# match_reporter_flat

<file path="config.mk">
export PLATFORM = sky130hd
export DESIGN_NAME = match_reporter_flat
export DESIGN_NICKNAME = d
export VERILOG_FILES = /design/src/rtl/match_reporter_if.sv /design/src/rtl/match_reporter.sv /design/src/flat_wrapper.sv
export SDC_FILE = /design/constraint.sdc
export NUM_CORES = 1
export LEC_CHECK = 0
export CELL_PAD_IN_SITES_DETAIL_PLACEMENT = 0
export CELL_PAD_IN_SITES_GLOBAL_PLACEMENT = 2
export CORE_MARGIN = 2
export CORE_UTILIZATION = 30
export DETAILED_ROUTE_END_ITERATION = 6
export PLACE_DENSITY_LB_ADDON = 0.1
export SLEW_MARGIN = 10
export SYNTH_ARGS = -nofsm -noshare
export SYNTH_HDL_FRONTEND = slang
export SYNTH_SLANG_ARGS = --single-unit
</file>
<file path="constraint.sdc">
create_clock -name clk -period 4.6 [get_ports clk]
set_input_delay 0.46 -clock clk [delete_from_list [all_inputs] [get_ports clk]]
set_output_delay 0.46 -clock clk [all_outputs]
set_load 0.02 [all_outputs]
</file>
<file path="src/rtl/match_reporter_if.sv">
// Report-beat stream between match_reporter and its downstream consumer.
// valid/ready handshake; id/hit/last stay stable while valid is held without ready.
interface match_reporter_if #(
    parameter int unsigned ID_W = 5
) ();
    logic            m_valid;
    logic            m_ready;
    logic [ID_W-1:0] m_id;
    logic            m_hit;
    logic            m_last;

    modport master (
        output m_valid,
        output m_id,
        output m_hit,
        output m_last,
        input  m_ready
    );

    modport slave (
        input  m_valid,
        input  m_id,
        input  m_hit,
        input  m_last,
        output m_ready
    );
endinterface

</file>
<file path="src/rtl/match_reporter.sv">
// Captures the sticky engine match vector once per packet (on eod) and streams one beat per
// matching engine, lowest index first, or a single "no match" beat when nothing matched.
module match_reporter #(
    parameter int unsigned NUM_ENG = 32,
    parameter int unsigned ID_W    = 5
) (
    input  logic               clk,
    input  logic               resetn,
    input  logic               i_sod,
    input  logic               i_eod,
    input  logic [NUM_ENG-1:0] i_match_in,
    match_reporter_if.master   m_if,
    output logic               o_busy,
    output logic [15:0]        o_drop_cnt
);

    typedef enum logic [1:0] {
        StIdle,
        StWait,
        StScan
    } state_e;

    localparam logic [NUM_ENG-1:0] PEND_ONE = NUM_ENG'(1);

    state_e             r_state;
    state_e             w_state_d;
    logic [NUM_ENG-1:0] r_pend;
    logic [NUM_ENG-1:0] w_pend_d;
    logic [15:0]        r_drop_cnt;
    logic [15:0]        w_drop_cnt_d;
    logic               r_busy;

    logic               w_scan;
    logic               w_hs;
    logic               w_last_beat;
    logic               w_drop;
    logic [ID_W-1:0]    w_low_id;

    // The captured vector no longer depends on the engines, so sod is deliberately ignored.
    logic               w_unused_sod;
    assign w_unused_sod = i_sod;

    // Lowest set index of the pending vector; indices beyond NUM_ENG-1 cannot be produced.
    always_comb begin
        w_low_id = '0;
        for (int i = int'(NUM_ENG) - 1; i >= 0; i--) begin
            if (r_pend[i]) begin
                w_low_id = ID_W'(i);
            end
        end
    end

    assign w_scan      = (r_state == StScan);
    assign w_hs        = w_scan && m_if.m_ready;
    // Zero or one bit left: covers both the final hit beat and the lone "no match" beat.
    assign w_last_beat = ((r_pend & (r_pend - PEND_ONE)) == '0);

    assign m_if.m_valid = w_scan;
    assign m_if.m_hit   = w_scan && (|r_pend);
    assign m_if.m_last  = w_scan && w_last_beat;
    assign m_if.m_id    = w_scan ? w_low_id : '0;

    always_comb begin
        w_state_d = r_state;
        w_pend_d  = r_pend;
        w_drop    = 1'b0;
        case (r_state)
            StIdle: begin
                if (i_eod) begin
                    w_state_d = StWait;
                end
            end
            StWait: begin
                w_pend_d  = i_match_in;
                w_state_d = StScan;
                w_drop    = i_eod;
            end
            StScan: begin
                if (w_hs) begin
                    w_pend_d = r_pend & (r_pend - PEND_ONE);
                end
                // eod landing on the final handshake starts the next report instead of dropping.
                if (w_hs && w_last_beat) begin
                    w_state_d = i_eod ? StWait : StIdle;
                end else if (i_eod) begin
                    w_drop = 1'b1;
                end
            end
            default: begin
                w_state_d = StIdle;
            end
        endcase
    end

    assign w_drop_cnt_d = (w_drop && (r_drop_cnt != 16'hFFFF)) ? r_drop_cnt + 16'd1 : r_drop_cnt;

    always_ff @(posedge clk or negedge resetn) begin
        if (!resetn) begin
            r_state    <= StIdle;
            r_pend     <= '0;
            r_drop_cnt <= '0;
            r_busy     <= 1'b0;
        end else begin
            r_state    <= w_state_d;
            r_pend     <= w_pend_d;
            r_drop_cnt <= w_drop_cnt_d;
            r_busy     <= (w_state_d != StIdle);
        end
    end

    assign o_busy     = r_busy;
    assign o_drop_cnt = r_drop_cnt;

endmodule
</file>
<file path="src/flat_wrapper.sv">
// flat-port wrapper written by rule: the top's interface ports become plain ports
module match_reporter_flat 
#(
    parameter int unsigned NUM_ENG = 32,
    parameter int unsigned ID_W    = 5
)
  (clk, resetn, i_sod, i_eod, i_match_in, o_busy, o_drop_cnt, m_if_m_valid, m_if_m_id, m_if_m_hit, m_if_m_last, m_if_m_ready);
  match_reporter_if #(.ID_W(ID_W)) m_if_i ();
  input  logic clk;
  input  logic resetn;
  input  logic i_sod;
  input  logic i_eod;
  input  logic [NUM_ENG-1:0] i_match_in;
  output logic o_busy;
  output logic [15:0] o_drop_cnt;
  output wire logic [$bits(m_if_i.m_valid)-1:0] m_if_m_valid;
  output wire logic [$bits(m_if_i.m_id)-1:0] m_if_m_id;
  output wire logic [$bits(m_if_i.m_hit)-1:0] m_if_m_hit;
  output wire logic [$bits(m_if_i.m_last)-1:0] m_if_m_last;
  input wire logic [$bits(m_if_i.m_ready)-1:0] m_if_m_ready;
  assign m_if_m_valid = m_if_i.m_valid;
  assign m_if_m_id = m_if_i.m_id;
  assign m_if_m_hit = m_if_i.m_hit;
  assign m_if_m_last = m_if_i.m_last;
  assign m_if_i.m_ready = m_if_m_ready;
  match_reporter #(.NUM_ENG(NUM_ENG), .ID_W(ID_W)) u_core (.clk(clk), .resetn(resetn), .i_sod(i_sod), .i_eod(i_eod), .i_match_in(i_match_in), .m_if(m_if_i), .o_busy(o_busy), .o_drop_cnt(o_drop_cnt));
endmodule
</file>
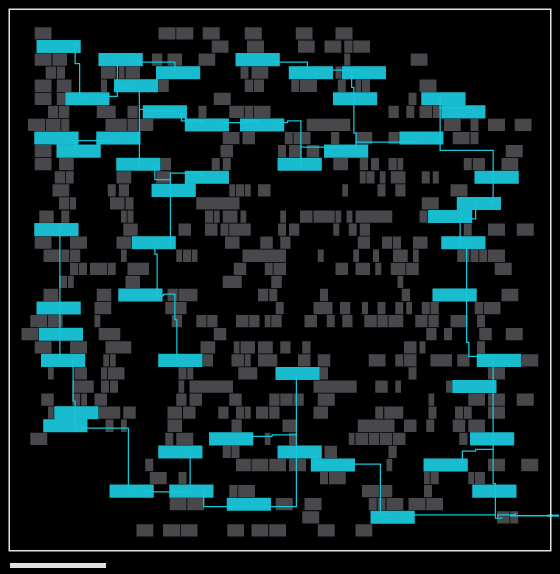
**Above:** match_reporter_flat (nets reached from selected ports).
Bar = 20 µm.
Key: resetn = cyan [bits 1, direction input, edge east, end cells 51, buffers 2, wire 547 µm]
number of top-level design ports: 62
quantity of I/O buffers inserted on ports: 60

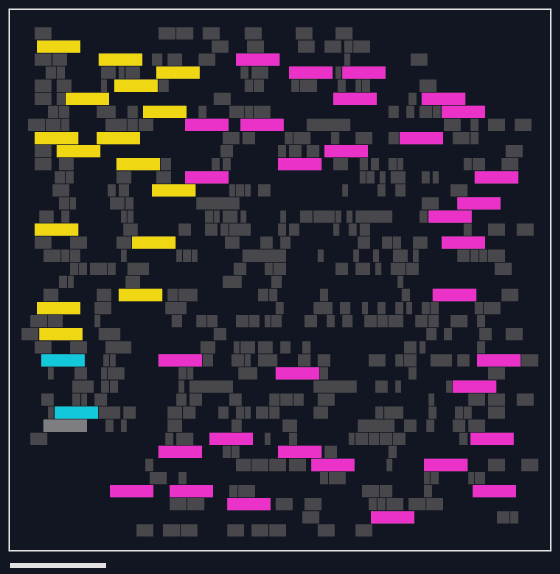
**Above:** match_reporter_flat (sequential cells grouped by signal name).
Bar = 20 µm.
Key: u_core.r_pend = magenta [sequential cells 32]; u_core.r_state = cyan [sequential cells 2]; u_core.o_drop_cnt = yellow [sequential cells 16]
Another 1 sequential cells are not colored.
seq pwr: 0.000991 W
final core area utilization: 38.1%
flop share of the area: 29.4%
register area: 1280 µm²

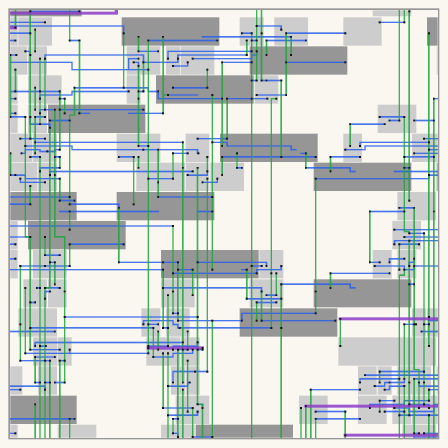
**Above:** match_reporter_flat (close-up of the layout).
Window x 8 to 48, y 64 to 104 µm. Cells in gray, sequential cells in the stronger gray; small squares are vias.
Key: metal 1 = blue; metal 3 = purple; metal 2 = green
69 logic cells have their middle in the window. Netlist names of flops here include u_core.o_drop_cnt (11), u_core.r_pend (2). Most frequent: dfrtp_1 (13), xnor2_1 (9). Sequential cells in the window: 13.

==> results.txt <==
Physical implementation.

- The flow ran to the end, and the final reports show no timing, DRC or antenna violations.
- Between clock sinks in the finished design, the worst skew comes to 0.0128 ns.
- The signed area change from the synthesized netlist to the final layout is 23.5%.
- The synthesized netlist devotes under 10% of its cell area to adder and majority cells.
- Per the log, the first TritonRoute iteration ended with a DRC count of 178.
- The depth of the worst register-to-register path is 8.
- Synthesis handed over a netlist of 398 instances.
- The maximum count of clock buffers along a single path is 2.
- The number of antenna violations at the first check in global routing came to 0.
- The cell area after synthesis is 3520 µm².
- Per the cell usage report, the commonest logic cell in the layout is clkdlybuf4s50_1.
- In the final layout, the fill cell count is 1205.
- After routing the design area is around 4300 µm².
- Sorting the synthesized cells by how often they occur yields dfrtp_1 (51), o21ai_0 (36), mux2i_1 (30).
- The share of flip-flops with an asynchronous set or reset is 100%.
- The commonest register cell after synthesis is dfrtp_1.
- In this run the post-CTS setup repair buffer count came out at 0.
- In this run, the synthesized area fraction spent on and/or/nand/nor cells is recorded as 21.5%.
- The sequential cell count is between 50 and 60.
- The worst setup path is captured at an output pin.
- The endpoint of the worst-slack reg-to-reg timing path is u_core.o_drop_cnt[1]$_DFFE_PN0P_.
- The first global-routing pass estimated 17.4 mm of wire.
- The largest fanout on the critical path is 16.
- The worst register-to-register path begins at u_core.r_pend[7]$_DFFE_PN0P_.
- Per the power-grid run, VDD falls by no more than 0.225 mV.
- CTS added clock buffers totalling 5.
- The clock buffers instantiated in the layout total 5.
- The top cell type by area accounts for 36.3% of the synthesized area.
- During tapcell insertion the tool placed 143 well taps.
- The worst endpoint data arrival time is 3.89 ns.
- Measured on the final layout, buffering overhead outside the clock network stands at 14.6%.
[per-layer routing]
layer	part of all wire, %	up-vias
li1	-	1581
met1	45	1598
met2	49	63
met3	4.4	7
met4	0.91	0
met5	0	-
[worst reg2reg max path: stages (launching register included)]
cell	delay [ns]
dfrtp_1	0.47
nor4_2	0.43
nand3_2	0.37
or2_1	0.44
o22a_1	0.25
or4_4	0.54
o41a_1	0.67
nand2_1	0.21
mux2_1	0.33
[power breakdown]
group          internal, W  switching (W)
Sequential        0.000621       0.000370
Combinational     0.000516       0.000640
Clock             0.000204       0.000189
Total              0.00134        0.00120
[flip-flops by register name, summed over array words and instances, names as in the netlist]
name,count
u_core.o_busy,1
u_core.o_drop_cnt,16
u_core.r_pend,32
u_core.r_state,2
[stage by stage]
stage,total power [W],utilization (%),cells,setup slack (ns)
2_1_floorplan,0.00178,-,398,1.13
3_3_place_gp,0.00216,36.8,575,0.604
3_5_place_dp,0.00216,36.8,575,0.581
4_1_cts,0.00257,38.1,583,0.246
5_1_grt,0.00276,38.1,583,0.0395
6_report,0.00254,38.1,583,0.254

# butterfly_divider

**butterfly_divider: clock routing**

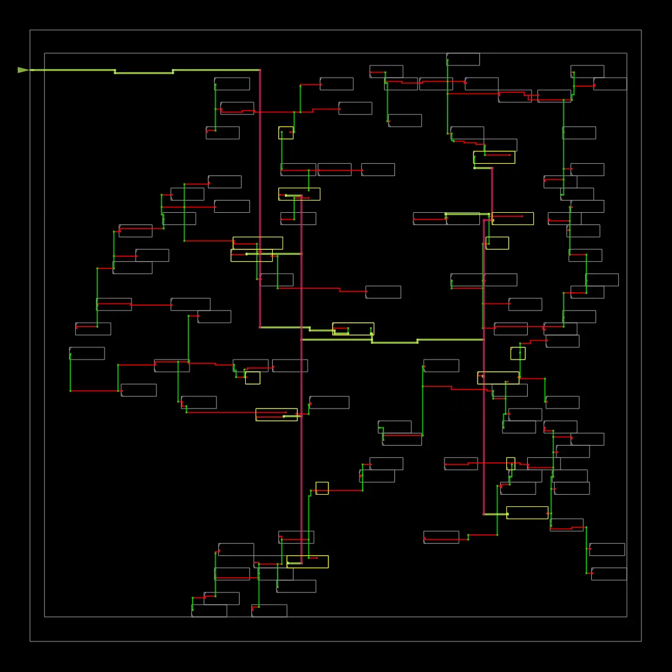
**butterfly_divider: close-up of the layout**

Window x 14 to 54, y 82 to 122 µm. Cells in gray, sequential cells in the stronger gray; small squares are vias.
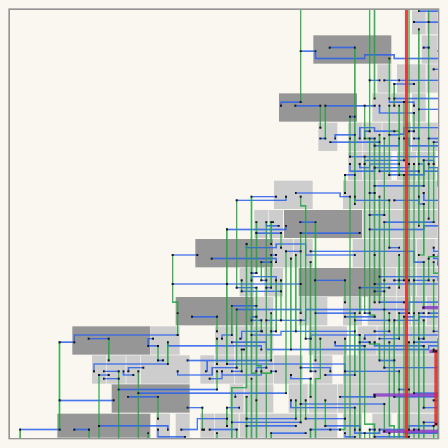
$ cat config.mk
export PLATFORM = sky130hd
export DESIGN_NAME = butterfly_divider
export DESIGN_NICKNAME = d
export VERILOG_FILES = /design/src/rtl/butterfly_divider.sv
export SDC_FILE = /design/constraint.sdc
export NUM_CORES = 1
export LEC_CHECK = 0
export ABC_AREA = 1
export CAP_MARGIN = 20
export CORE_MARGIN = 3
export CORE_UTILIZATION = 40
export DETAILED_ROUTE_END_ITERATION = 8
export PLACE_DENSITY = 0.68
export SLEW_MARGIN = 0
export SYNTH_ARGS = -nofsm -noshare
export SYNTH_HDL_FRONTEND = slang
export SYNTH_SLANG_ARGS = --single-unit
$ cat constraint.sdc
create_clock -name clk -period 1.66 [get_ports clk]
set_input_delay 0.415 -clock clk [delete_from_list [all_inputs] [get_ports clk]]
set_output_delay 0.415 -clock clk [all_outputs]
set_load 0.01 [all_outputs]
$ cat src/rtl/butterfly_divider.sv
// Sequential signed divider for the butterfly datapath.
// Radix-2 restoring division on magnitudes, signs re-applied at the end.
module butterfly_divider #(
    parameter int WIDTH = 16
) (
    input  logic             clk,
    input  logic             rst,
    input  logic             in_valid,
    output logic             in_ready,
    input  logic [WIDTH-1:0] xDividend,
    input  logic [WIDTH-1:0] xDivisor,
    output logic             out_valid,
    input  logic             out_ready,
    output logic [WIDTH-1:0] xQuotient,
    output logic [WIDTH-1:0] xRemainder,
    output logic             div_by_zero,
    output logic             overflow
);

    typedef enum logic [1:0] {
        IDLE,
        DIV,
        FIX,
        DONE
    } state_t;

    localparam int CW = $clog2(WIDTH) + 1;
    localparam logic [CW-1:0] LAST = CW'(WIDTH - 1);
    localparam logic [WIDTH-1:0] MAX_POS = {1'b0, {(WIDTH-1){1'b1}}};
    localparam logic [WIDTH-1:0] MIN_NEG = {1'b1, {(WIDTH-1){1'b0}}};

    state_t         state_q, state_d;
    logic [CW-1:0]  cnt_q, cnt_d;
    logic [WIDTH:0] pr_q, pr_d;
    logic [WIDTH-1:0] dq_q, dq_d;
    logic [WIDTH-1:0] dv_q, dv_d;
    logic           sgnq_q, sgnq_d;
    logic           sgnr_q, sgnr_d;
    logic [WIDTH-1:0] quo_q, quo_d;
    logic [WIDTH-1:0] rem_q, rem_d;
    logic           dbz_q, dbz_d;
    logic           ovf_q, ovf_d;

    logic [WIDTH-1:0] a_mag;
    logic [WIDTH-1:0] b_mag;
    logic [WIDTH:0]   shift_w;
    logic [WIDTH+1:0] trial_w;
    logic [WIDTH-1:0] r_mag;

    // |MIN_NEG| wraps to itself, which is the correct unsigned magnitude
    assign a_mag = xDividend[WIDTH-1] ? -xDividend : xDividend;
    assign b_mag = xDivisor[WIDTH-1] ? -xDivisor : xDivisor;

    assign shift_w = {pr_q[WIDTH-1:0], dq_q[WIDTH-1]};
    assign trial_w = {1'b0, shift_w} - {2'b00, dv_q};
    assign r_mag   = pr_q[WIDTH-1:0];

    always_ff @(posedge clk) begin
        if (rst) begin
            state_q <= IDLE;
            cnt_q   <= '0;
            pr_q    <= '0;
            dq_q    <= '0;
            dv_q    <= '0;
            sgnq_q  <= 1'b0;
            sgnr_q  <= 1'b0;
            quo_q   <= '0;
            rem_q   <= '0;
            dbz_q   <= 1'b0;
            ovf_q   <= 1'b0;
        end else begin
            state_q <= state_d;
            cnt_q   <= cnt_d;
            pr_q    <= pr_d;
            dq_q    <= dq_d;
            dv_q    <= dv_d;
            sgnq_q  <= sgnq_d;
            sgnr_q  <= sgnr_d;
            quo_q   <= quo_d;
            rem_q   <= rem_d;
            dbz_q   <= dbz_d;
            ovf_q   <= ovf_d;
        end
    end

    always_comb begin
        state_d = state_q;
        cnt_d   = cnt_q;
        pr_d    = pr_q;
        dq_d    = dq_q;
        dv_d    = dv_q;
        sgnq_d  = sgnq_q;
        sgnr_d  = sgnr_q;
        quo_d   = quo_q;
        rem_d   = rem_q;
        dbz_d   = dbz_q;
        ovf_d   = ovf_q;
        unique case (state_q)
            IDLE: begin
                if (in_valid) begin
                    sgnq_d = xDividend[WIDTH-1] ^ xDivisor[WIDTH-1];
                    sgnr_d = xDividend[WIDTH-1];
                    dq_d   = a_mag;
                    dv_d   = b_mag;
                    pr_d   = '0;
                    cnt_d  = '0;
                    if (xDivisor == '0) begin
                        quo_d   = xDividend[WIDTH-1] ? MIN_NEG : MAX_POS;
                        rem_d   = xDividend;
                        dbz_d   = 1'b1;
                        ovf_d   = 1'b0;
                        state_d = DONE;
                    end else if (xDividend == MIN_NEG && xDivisor == '1) begin
                        quo_d   = MAX_POS;
                        rem_d   = '0;
                        dbz_d   = 1'b0;
                        ovf_d   = 1'b1;
                        state_d = DONE;
                    end else begin
                        state_d = DIV;
                    end
                end
            end
            DIV: begin
                // A negative trial restores the shifted remainder
                pr_d  = trial_w[WIDTH+1] ? shift_w : trial_w[WIDTH:0];
                dq_d  = {dq_q[WIDTH-2:0], ~trial_w[WIDTH+1]};
                cnt_d = cnt_q + 1'b1;
                if (cnt_q == LAST) begin
                    state_d = FIX;
                end
            end
            FIX: begin
                quo_d   = sgnq_q ? -dq_q : dq_q;
                rem_d   = sgnr_q ? -r_mag : r_mag;
                dbz_d   = 1'b0;
                ovf_d   = 1'b0;
                state_d = DONE;
            end
            DONE: begin
                if (out_ready) begin
                    state_d = IDLE;
                end
            end
            default: state_d = IDLE;
        endcase
    end

    assign in_ready    = (state_q == IDLE);
    assign out_valid   = (state_q == DONE);
    assign xQuotient   = quo_q;
    assign xRemainder  = rem_q;
    assign div_by_zero = dbz_q;
    assign overflow    = ovf_q;

endmodule

==> results.txt <==
Physical implementation.

- The flow ran to the end, but the final reports show violations.
- The checks that failed: negative setup slack.
- The transition time recorded at the tightest slew-check pin is approximately 0.37 ns.
- The clock drives 91 sinks.
- Buffers inserted during clock tree synthesis total 9.
- The signal on the critical path passes through ha_4 > nand2_1 > inv_1 > nand2_1 > nand3_1 > a21oi_1 > nand2_1 > nand2_1 > nand3_1 > nand2_1 > a21oi_1.
- After Yosys synthesis, full adders, half adders and majority gates account for 5.32% of the synthesized area.
- The worst setup path is of the flop to flop kind.
- The worst endpoint data arrival time is around 2.1 ns.
- In this run the post-CTS setup repair buffer count came out at 29.
- For the finished layout, the period the worst path requires is 1.87 ns.
- Relative to the synthesized area, the layout overhead comes to 60.4%.
- Once layout is complete, the cells apart from fillers number 1609.
- The critical path buffer and inverter count is 1.
- The final worst-path setup slack is -0.210 ns.
- The global routing report lists met3 layer usage as 3.68%.
- Summed over all layers, the global routing overflow is 0.
- The reg-to-reg critical path startpoint is pr_q[8]$_SDFFE_PP0P_.
- Summing the areas of all and, or, nand and nor instances in the mapped netlist gives a little over a third of the synthesized area.
- Per the CTS log, the maximum H-tree level is 3.
- The critical path capture point is pr_q[15]$_SDFFE_PP0P_.
- OpenSTA, run right after detailed placement, puts the worst setup slack at -0.646 ns.
- The overall routing resource usage is 26.5%.
- The average instance area after synthesis is approximately 6.0 µm².
- The final-layout fill cell count is 1319.
- The share of flip-flops with an asynchronous set or reset is 0%.
- The number of failing setup endpoints in the final timing report is 19.
- The number of cells on the worst hold path is 4.
- The worst clock skew is slightly below 0.01 ns.
- The setup total negative slack is -2.44 ns.
- The aggregate routed wire length is roughly 27 mm.
- The clock-pin transition on the worst setup and hold timing paths is 0.07 ns.
- In the final report, the number of hold violations comes to 0.
- The finished design was reported to have a net count of 1452.
- For flop-to-flop paths, the worst setup slack is -0.21 ns.
- The met1 track demand over resource is 36.6%.
Notes on 'clock routing' of butterfly_divider above:
insertion delay to the later sink of the worst-skew pair: 0.36 ns
Clock Power: 0.00220 W
number of clock-tree buffers in the layout: 10

Notes on 'close-up of the layout' of butterfly_divider above:
Key: metal 4 = red; metal 2 = green; metal 1 = blue; metal 3 = purple
76 logic cells have their middle in the window. Most frequent: buf_4 (11), a21oi_1 (10). Netlist names of flops here include cnt_q (5), dq_q (3). Sequential cells in the window: 9.

[layer usage]
metal  vias up  wire (µm)
li1       4174          -
met1      3986      11400
met2       433      12200
met3        78       2080
met4         0        993
met5         -          0
[tightest hold or removal path, cell delays in order]
cell and delay [ns]:
clkbuf_2 0.10, inv_2 0.08, buf_4 0.11, a21oi_1 0.05
[flip-flops by register name, summed over array words and instances (netlist names)]
register and flops:
cnt_q 5, div_by_zero 1, dq_q 16, dv_q 16
overflow 1, pr_q 16, sgnq_q 1, sgnr_q 1
state_q 2, xQuotient 16, xRemainder 16
[report_power, final]
part	switching, W	internal, W	total, W
registers	0.000689	0.00305	0.00374
logic	0.00871	0.00720	0.0159
clock network	0.000977	0.00122	0.00220
total	0.0104	0.0115	0.0218
[area by class of cell]
type                            count  area share, %
Multi-Input combinational cell    839           48.0
Timing Repair Buffer              296           23.8
Sequential cell                    91           17.4
Inverter                          151           5.45
Tap cell                          216           2.50
Clock buffer                       10           2.21
Clock inverter                      6          0.637
[cell families after synthesis]
family	count (synthesis)
buf+inv	193
xor+xnor	20
fa+ha+maj	28
flops	91
compound gates	212
simple gates	576

# if_fetch_queue

[config.mk]
export PLATFORM = sky130hd
export DESIGN_NAME = if_fetch_queue
export DESIGN_NICKNAME = d
export VERILOG_FILES = /design/src/rtl/if_fetch_queue.sv
export SDC_FILE = /design/constraint.sdc
export NUM_CORES = 1
export LEC_CHECK = 0
export ABC_AREA = 1
export CAP_MARGIN = 30
export CORE_ASPECT_RATIO = 1.75
export CORE_MARGIN = 2
export CORE_UTILIZATION = 30
export CTS_CLUSTER_DIAMETER = 100
export DETAILED_ROUTE_END_ITERATION = 6
export GPL_ROUTABILITY_DRIVEN = 1
export PLACE_DENSITY_LB_ADDON = 0.12
export SYNTH_ARGS = -nofsm -noshare
export SYNTH_HDL_FRONTEND = slang
export SYNTH_SLANG_ARGS = --single-unit
[constraint.sdc]
create_clock -name clk -period 4.8 [get_ports clk]
set_input_delay 0.96 -clock clk [delete_from_list [all_inputs] [get_ports clk]]
set_output_delay 0.96 -clock clk [all_outputs]
set_load 0.005 [all_outputs]
[src/rtl/if_fetch_queue.sv]
// Instruction fetch stage: PC generation, in-order imem requests, response FIFO, redirect flush.
// Optional FETCH_BYPASS_EN: empty-FIFO responses go straight to the output in the arrival cycle.
module if_fetch_queue #(
    parameter int unsigned DEPTH    = 2,
    parameter logic [31:0] RESET_PC = 32'h0000_0000
) (
    input  logic        clk,
    input  logic        reset,
    output logic        imem_req,
    output logic [31:0] imem_addr,
    input  logic        imem_gnt,
    input  logic        imem_rvalid,
    input  logic [31:0] imem_rdata,
    input  logic        redirect_valid,
    input  logic [31:0] redirect_pc,
    output logic        out_valid,
    input  logic        out_ready,
    output logic [63:0] out_data
);

    localparam int unsigned AW     = $clog2(DEPTH);
    localparam int unsigned CW     = $clog2(DEPTH) + 1;
    localparam logic [63:0] BUBBLE = 64'h0000_0013_0000_0000;

    logic [31:0]   pc_q, pc_d;
    logic [CW-1:0] count_q, count_d;
    logic [CW-1:0] outst_q, outst_d;
    logic [CW-1:0] drop_q, drop_d;
    logic [AW-1:0] wr_ptr_q, wr_ptr_d, rd_ptr_q, rd_ptr_d;
    logic [AW-1:0] tag_wr_q, tag_wr_d, tag_rd_q, tag_rd_d;

    logic [63:0]   fifo_mem [DEPTH];
    logic [31:0]   tag_mem  [DEPTH];

    logic          fire_req, rsp_ok, push, pop, bypass;
    logic [CW:0]   credit_used;
    logic [31:0]   rsp_pc;
    logic          redirect_lsb_unused;

    assign redirect_lsb_unused = ^redirect_pc[1:0];

    // Issue, response acceptance and output presentation.
    always_comb begin
        credit_used = {1'b0, outst_q} + {1'b0, count_q};
        imem_req    = !reset && !redirect_valid && (credit_used < (CW+1)'(DEPTH));
        imem_addr   = pc_q;
        fire_req    = imem_req && imem_gnt;
        rsp_ok      = imem_rvalid && (outst_q != '0);
        rsp_pc      = tag_mem[tag_rd_q];
`ifdef FETCH_BYPASS_EN
        bypass      = rsp_ok && (count_q == '0) && (drop_q == '0) && !redirect_valid
                      && out_ready && !reset;
`else
        bypass      = 1'b0;
`endif
        push        = rsp_ok && (drop_q == '0) && !redirect_valid && !bypass;
        out_valid   = !reset && !redirect_valid && ((count_q != '0) || bypass);
        pop         = out_valid && out_ready && !bypass;
        out_data    = BUBBLE;
        if (bypass) begin
            out_data = {imem_rdata, rsp_pc};
        end else if (out_valid) begin
            out_data = fifo_mem[rd_ptr_q];
        end
    end

    // Next-state for PC, credit counters and queue pointers.
    always_comb begin
        pc_d     = pc_q;
        count_d  = count_q + CW'(push) - CW'(pop);
        outst_d  = outst_q + CW'(fire_req) - CW'(rsp_ok);
        drop_d   = drop_q;
        wr_ptr_d = wr_ptr_q + AW'(push);
        rd_ptr_d = rd_ptr_q + AW'(pop);
        tag_wr_d = tag_wr_q + AW'(fire_req);
        tag_rd_d = tag_rd_q + AW'(rsp_ok);
        if (rsp_ok && (drop_q != '0)) begin
            drop_d = drop_q - CW'(1);
        end
        if (fire_req) begin
            pc_d = pc_q + 32'd4;
        end
        if (redirect_valid) begin
            // Everything still in flight after this cycle belongs to the old path.
            pc_d     = {redirect_pc[31:2], 2'b00};
            drop_d   = outst_q - CW'(rsp_ok);
            count_d  = '0;
            wr_ptr_d = '0;
            rd_ptr_d = '0;
        end
    end

    always_ff @(posedge clk) begin
        if (reset) begin
            pc_q     <= RESET_PC;
            count_q  <= '0;
            outst_q  <= '0;
            drop_q   <= '0;
            wr_ptr_q <= '0;
            rd_ptr_q <= '0;
            tag_wr_q <= '0;
            tag_rd_q <= '0;
        end else begin
            pc_q     <= pc_d;
            count_q  <= count_d;
            outst_q  <= outst_d;
            drop_q   <= drop_d;
            wr_ptr_q <= wr_ptr_d;
            rd_ptr_q <= rd_ptr_d;
            tag_wr_q <= tag_wr_d;
            tag_rd_q <= tag_rd_d;
        end
    end

    // Storage arrays need no reset; validity is tracked by the counters.
    always_ff @(posedge clk) begin
        if (push) begin
            fifo_mem[wr_ptr_q] <= {imem_rdata, rsp_pc};
        end
        if (fire_req) begin
            tag_mem[tag_wr_q] <= pc_q;
        end
    end

endmodule

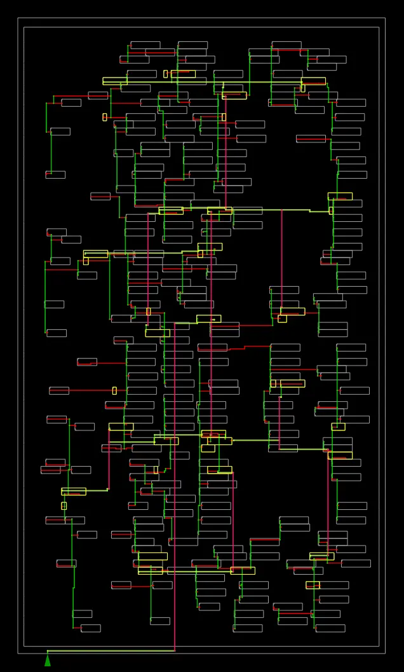
**Above:** if_fetch_queue (clock routing).
number of sequential cells in the layout: 224
Clock Power: 0.00167 W

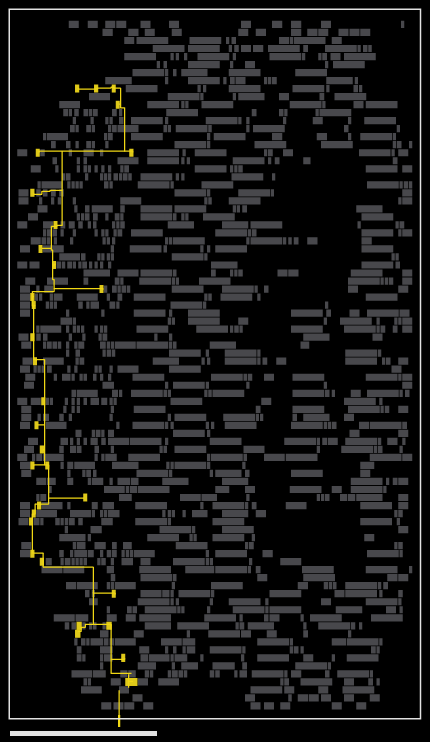
**Above:** if_fetch_queue (nets reached from selected ports).
Bar = 50 µm.
Key: redirect_valid = yellow [bits 1, direction input, edge south, end cells 32, buffers 2, wire 394 µm]
quantity of I/O buffers inserted on ports: 161
number of top-level design ports: 168

==> results.txt <==
Physical implementation.

- Along the worst path, the maximum fanout reaches 29.
- Per the detail_route report, routed wire per instance is 15.5 µm.
- Counting pins that exceed their max-slew limit in the final report gives 0.
- STA classifies the critical path endpoint as an output pin.
- The register with the most flip-flops in the layout has 124 of them.
- The via count of the routed design is 6744.
- Across all setup checks in the final design, the least slack found is 0.896 ns.
- Traced cell by cell, the critical path runs through clkdlybuf4s50_1 > nor2_4 > o21ai_4 > buf_4 > a21oi_1 > clkdlybuf4s50_1.
- The critical path capture point is out_data[39].
- The core utilization at floorplan is 30.4%.
- After detailed routing, the wire length on met1 is 9.33 mm.
- The classification of the worst setup path is input port to output pin.
- Per the post-route antenna check, the number of violating nets is 0.
- The portion of synthesized cell area occupied by the leading cell type is 57.8%.
- In this run the post-CTS setup repair buffer count came out at 0.
- The maximum count of clock buffers along a single path is 3.
- The cell type contributing the most total cell area after synthesis is edfxtp_1.
- Setup repair after global routing left no endpoint under its margin.
- On the critical path the largest part of the delay comes from buffers and inverters.
- Per the detail_route report, DRC violations left total 0.
- The highest attainable clock frequency is 256 MHz.
- In this run the standard cell core region covers between 30000 and 40000 µm².
- The main area contributors are edfxtp_1 (58%), nand2_1 (14%), dfxtp_1 (8.4%).
- Warnings reported by Yosys during synthesis add up to 0.
- The pin closest to its max-slew limit shows a slew of roughly 0.90 ns.
- The flow ran to the end, and the final reports show no timing, DRC or antenna violations.
- The chip area line in the Yosys stat output reads 9560 µm².
- The portion of the clock cycle consumed by the worst path in the final layout is 81.3%.
- The cell with the largest stage delay on the worst path is clkdlybuf4s50_1.
- After its last routability iteration, the placer logged a weighted congestion of between 0.7 and 0.8.
- The count of nets after finishing is 1178.
- Per the finish-stage timing summary, setup violations number 0.
- The cell area after synthesis is 9560 µm².
- The height of the chip is 240 µm.
- The worst vdd rail ir drop is 0.244 mV.
- The setup total negative slack is 0 ns.
- The number of failing hold endpoints at the final stage is 0.
[power breakdown]
| part | internal, W | total [W] | switching [W] |
|---|---|---|---|
| sequential | 0.00226 | 0.00233 | 0.0000664 |
| combinational | 0.000217 | 0.000529 | 0.000312 |
| clock | 0.000970 | 0.00167 | 0.000701 |
| total | 0.00345 | 0.00453 | 0.00108 |
[cell families after synthesis]
group | count (synthesis) | share of synthesized area (%)
AND/OR/NAND/NOR | 449 | 19.5
flip-flops | 224 | 66.2
AND-OR/OR-AND | 122 | 6.75
buffers and inverters | 117 | 5.09
adder cells (fa/ha/maj) | 12 | 1.65
XOR/XNOR | 9 | 0.824
other | 1 | 0.0392
[layout make-up]
class	instances	area share (%)
Sequential cell	224	51.1
Multi-Input combinational cell	596	22.4
Timing Repair Buffer	175	14.4
Clock buffer	28	5.04
Tap cell	396	4.00
Inverter	77	2.35
Clock inverter	12	0.657
[per-stage QoR]
step / instances / util [%] / power (W)
floorplan: 937 / - / 0.00266
global placement: 1467 / 37.1 / 0.00289
detailed placement: 1468 / 37.2 / 0.00292
CTS: 1508 / 39.4 / 0.00461
global route: 1508 / 39.4 / 0.00476
finish: 1508 / 39.4 / 0.00453


==> notes/layouts.md <==
Pictures saved along the way, in no particular order.

Metal layers overlaid.
Two of the layers only.
panel A
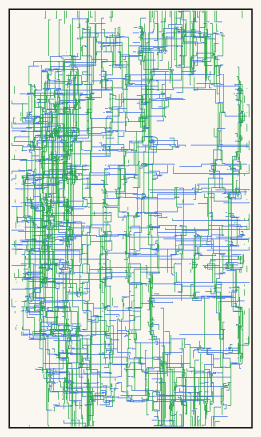
panel B
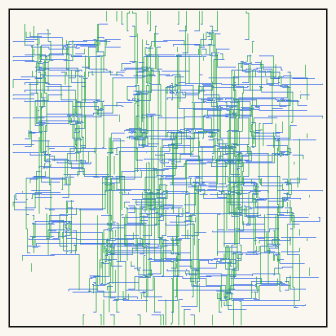
panel C
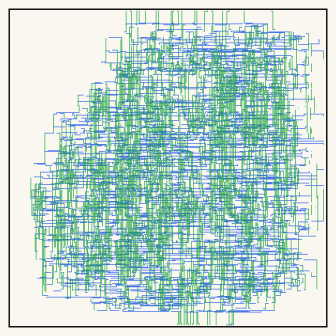
- least wire: panel B
panel B -> match_reporter_flat
panel C -> butterfly_divider
panel A -> if_fetch_queue

Key to panel A:
Key: metal 1 = blue [wire length 9330 µm]; metal 2 = green [wire length 12600 µm]

Power and IR drop assume default switching activity.
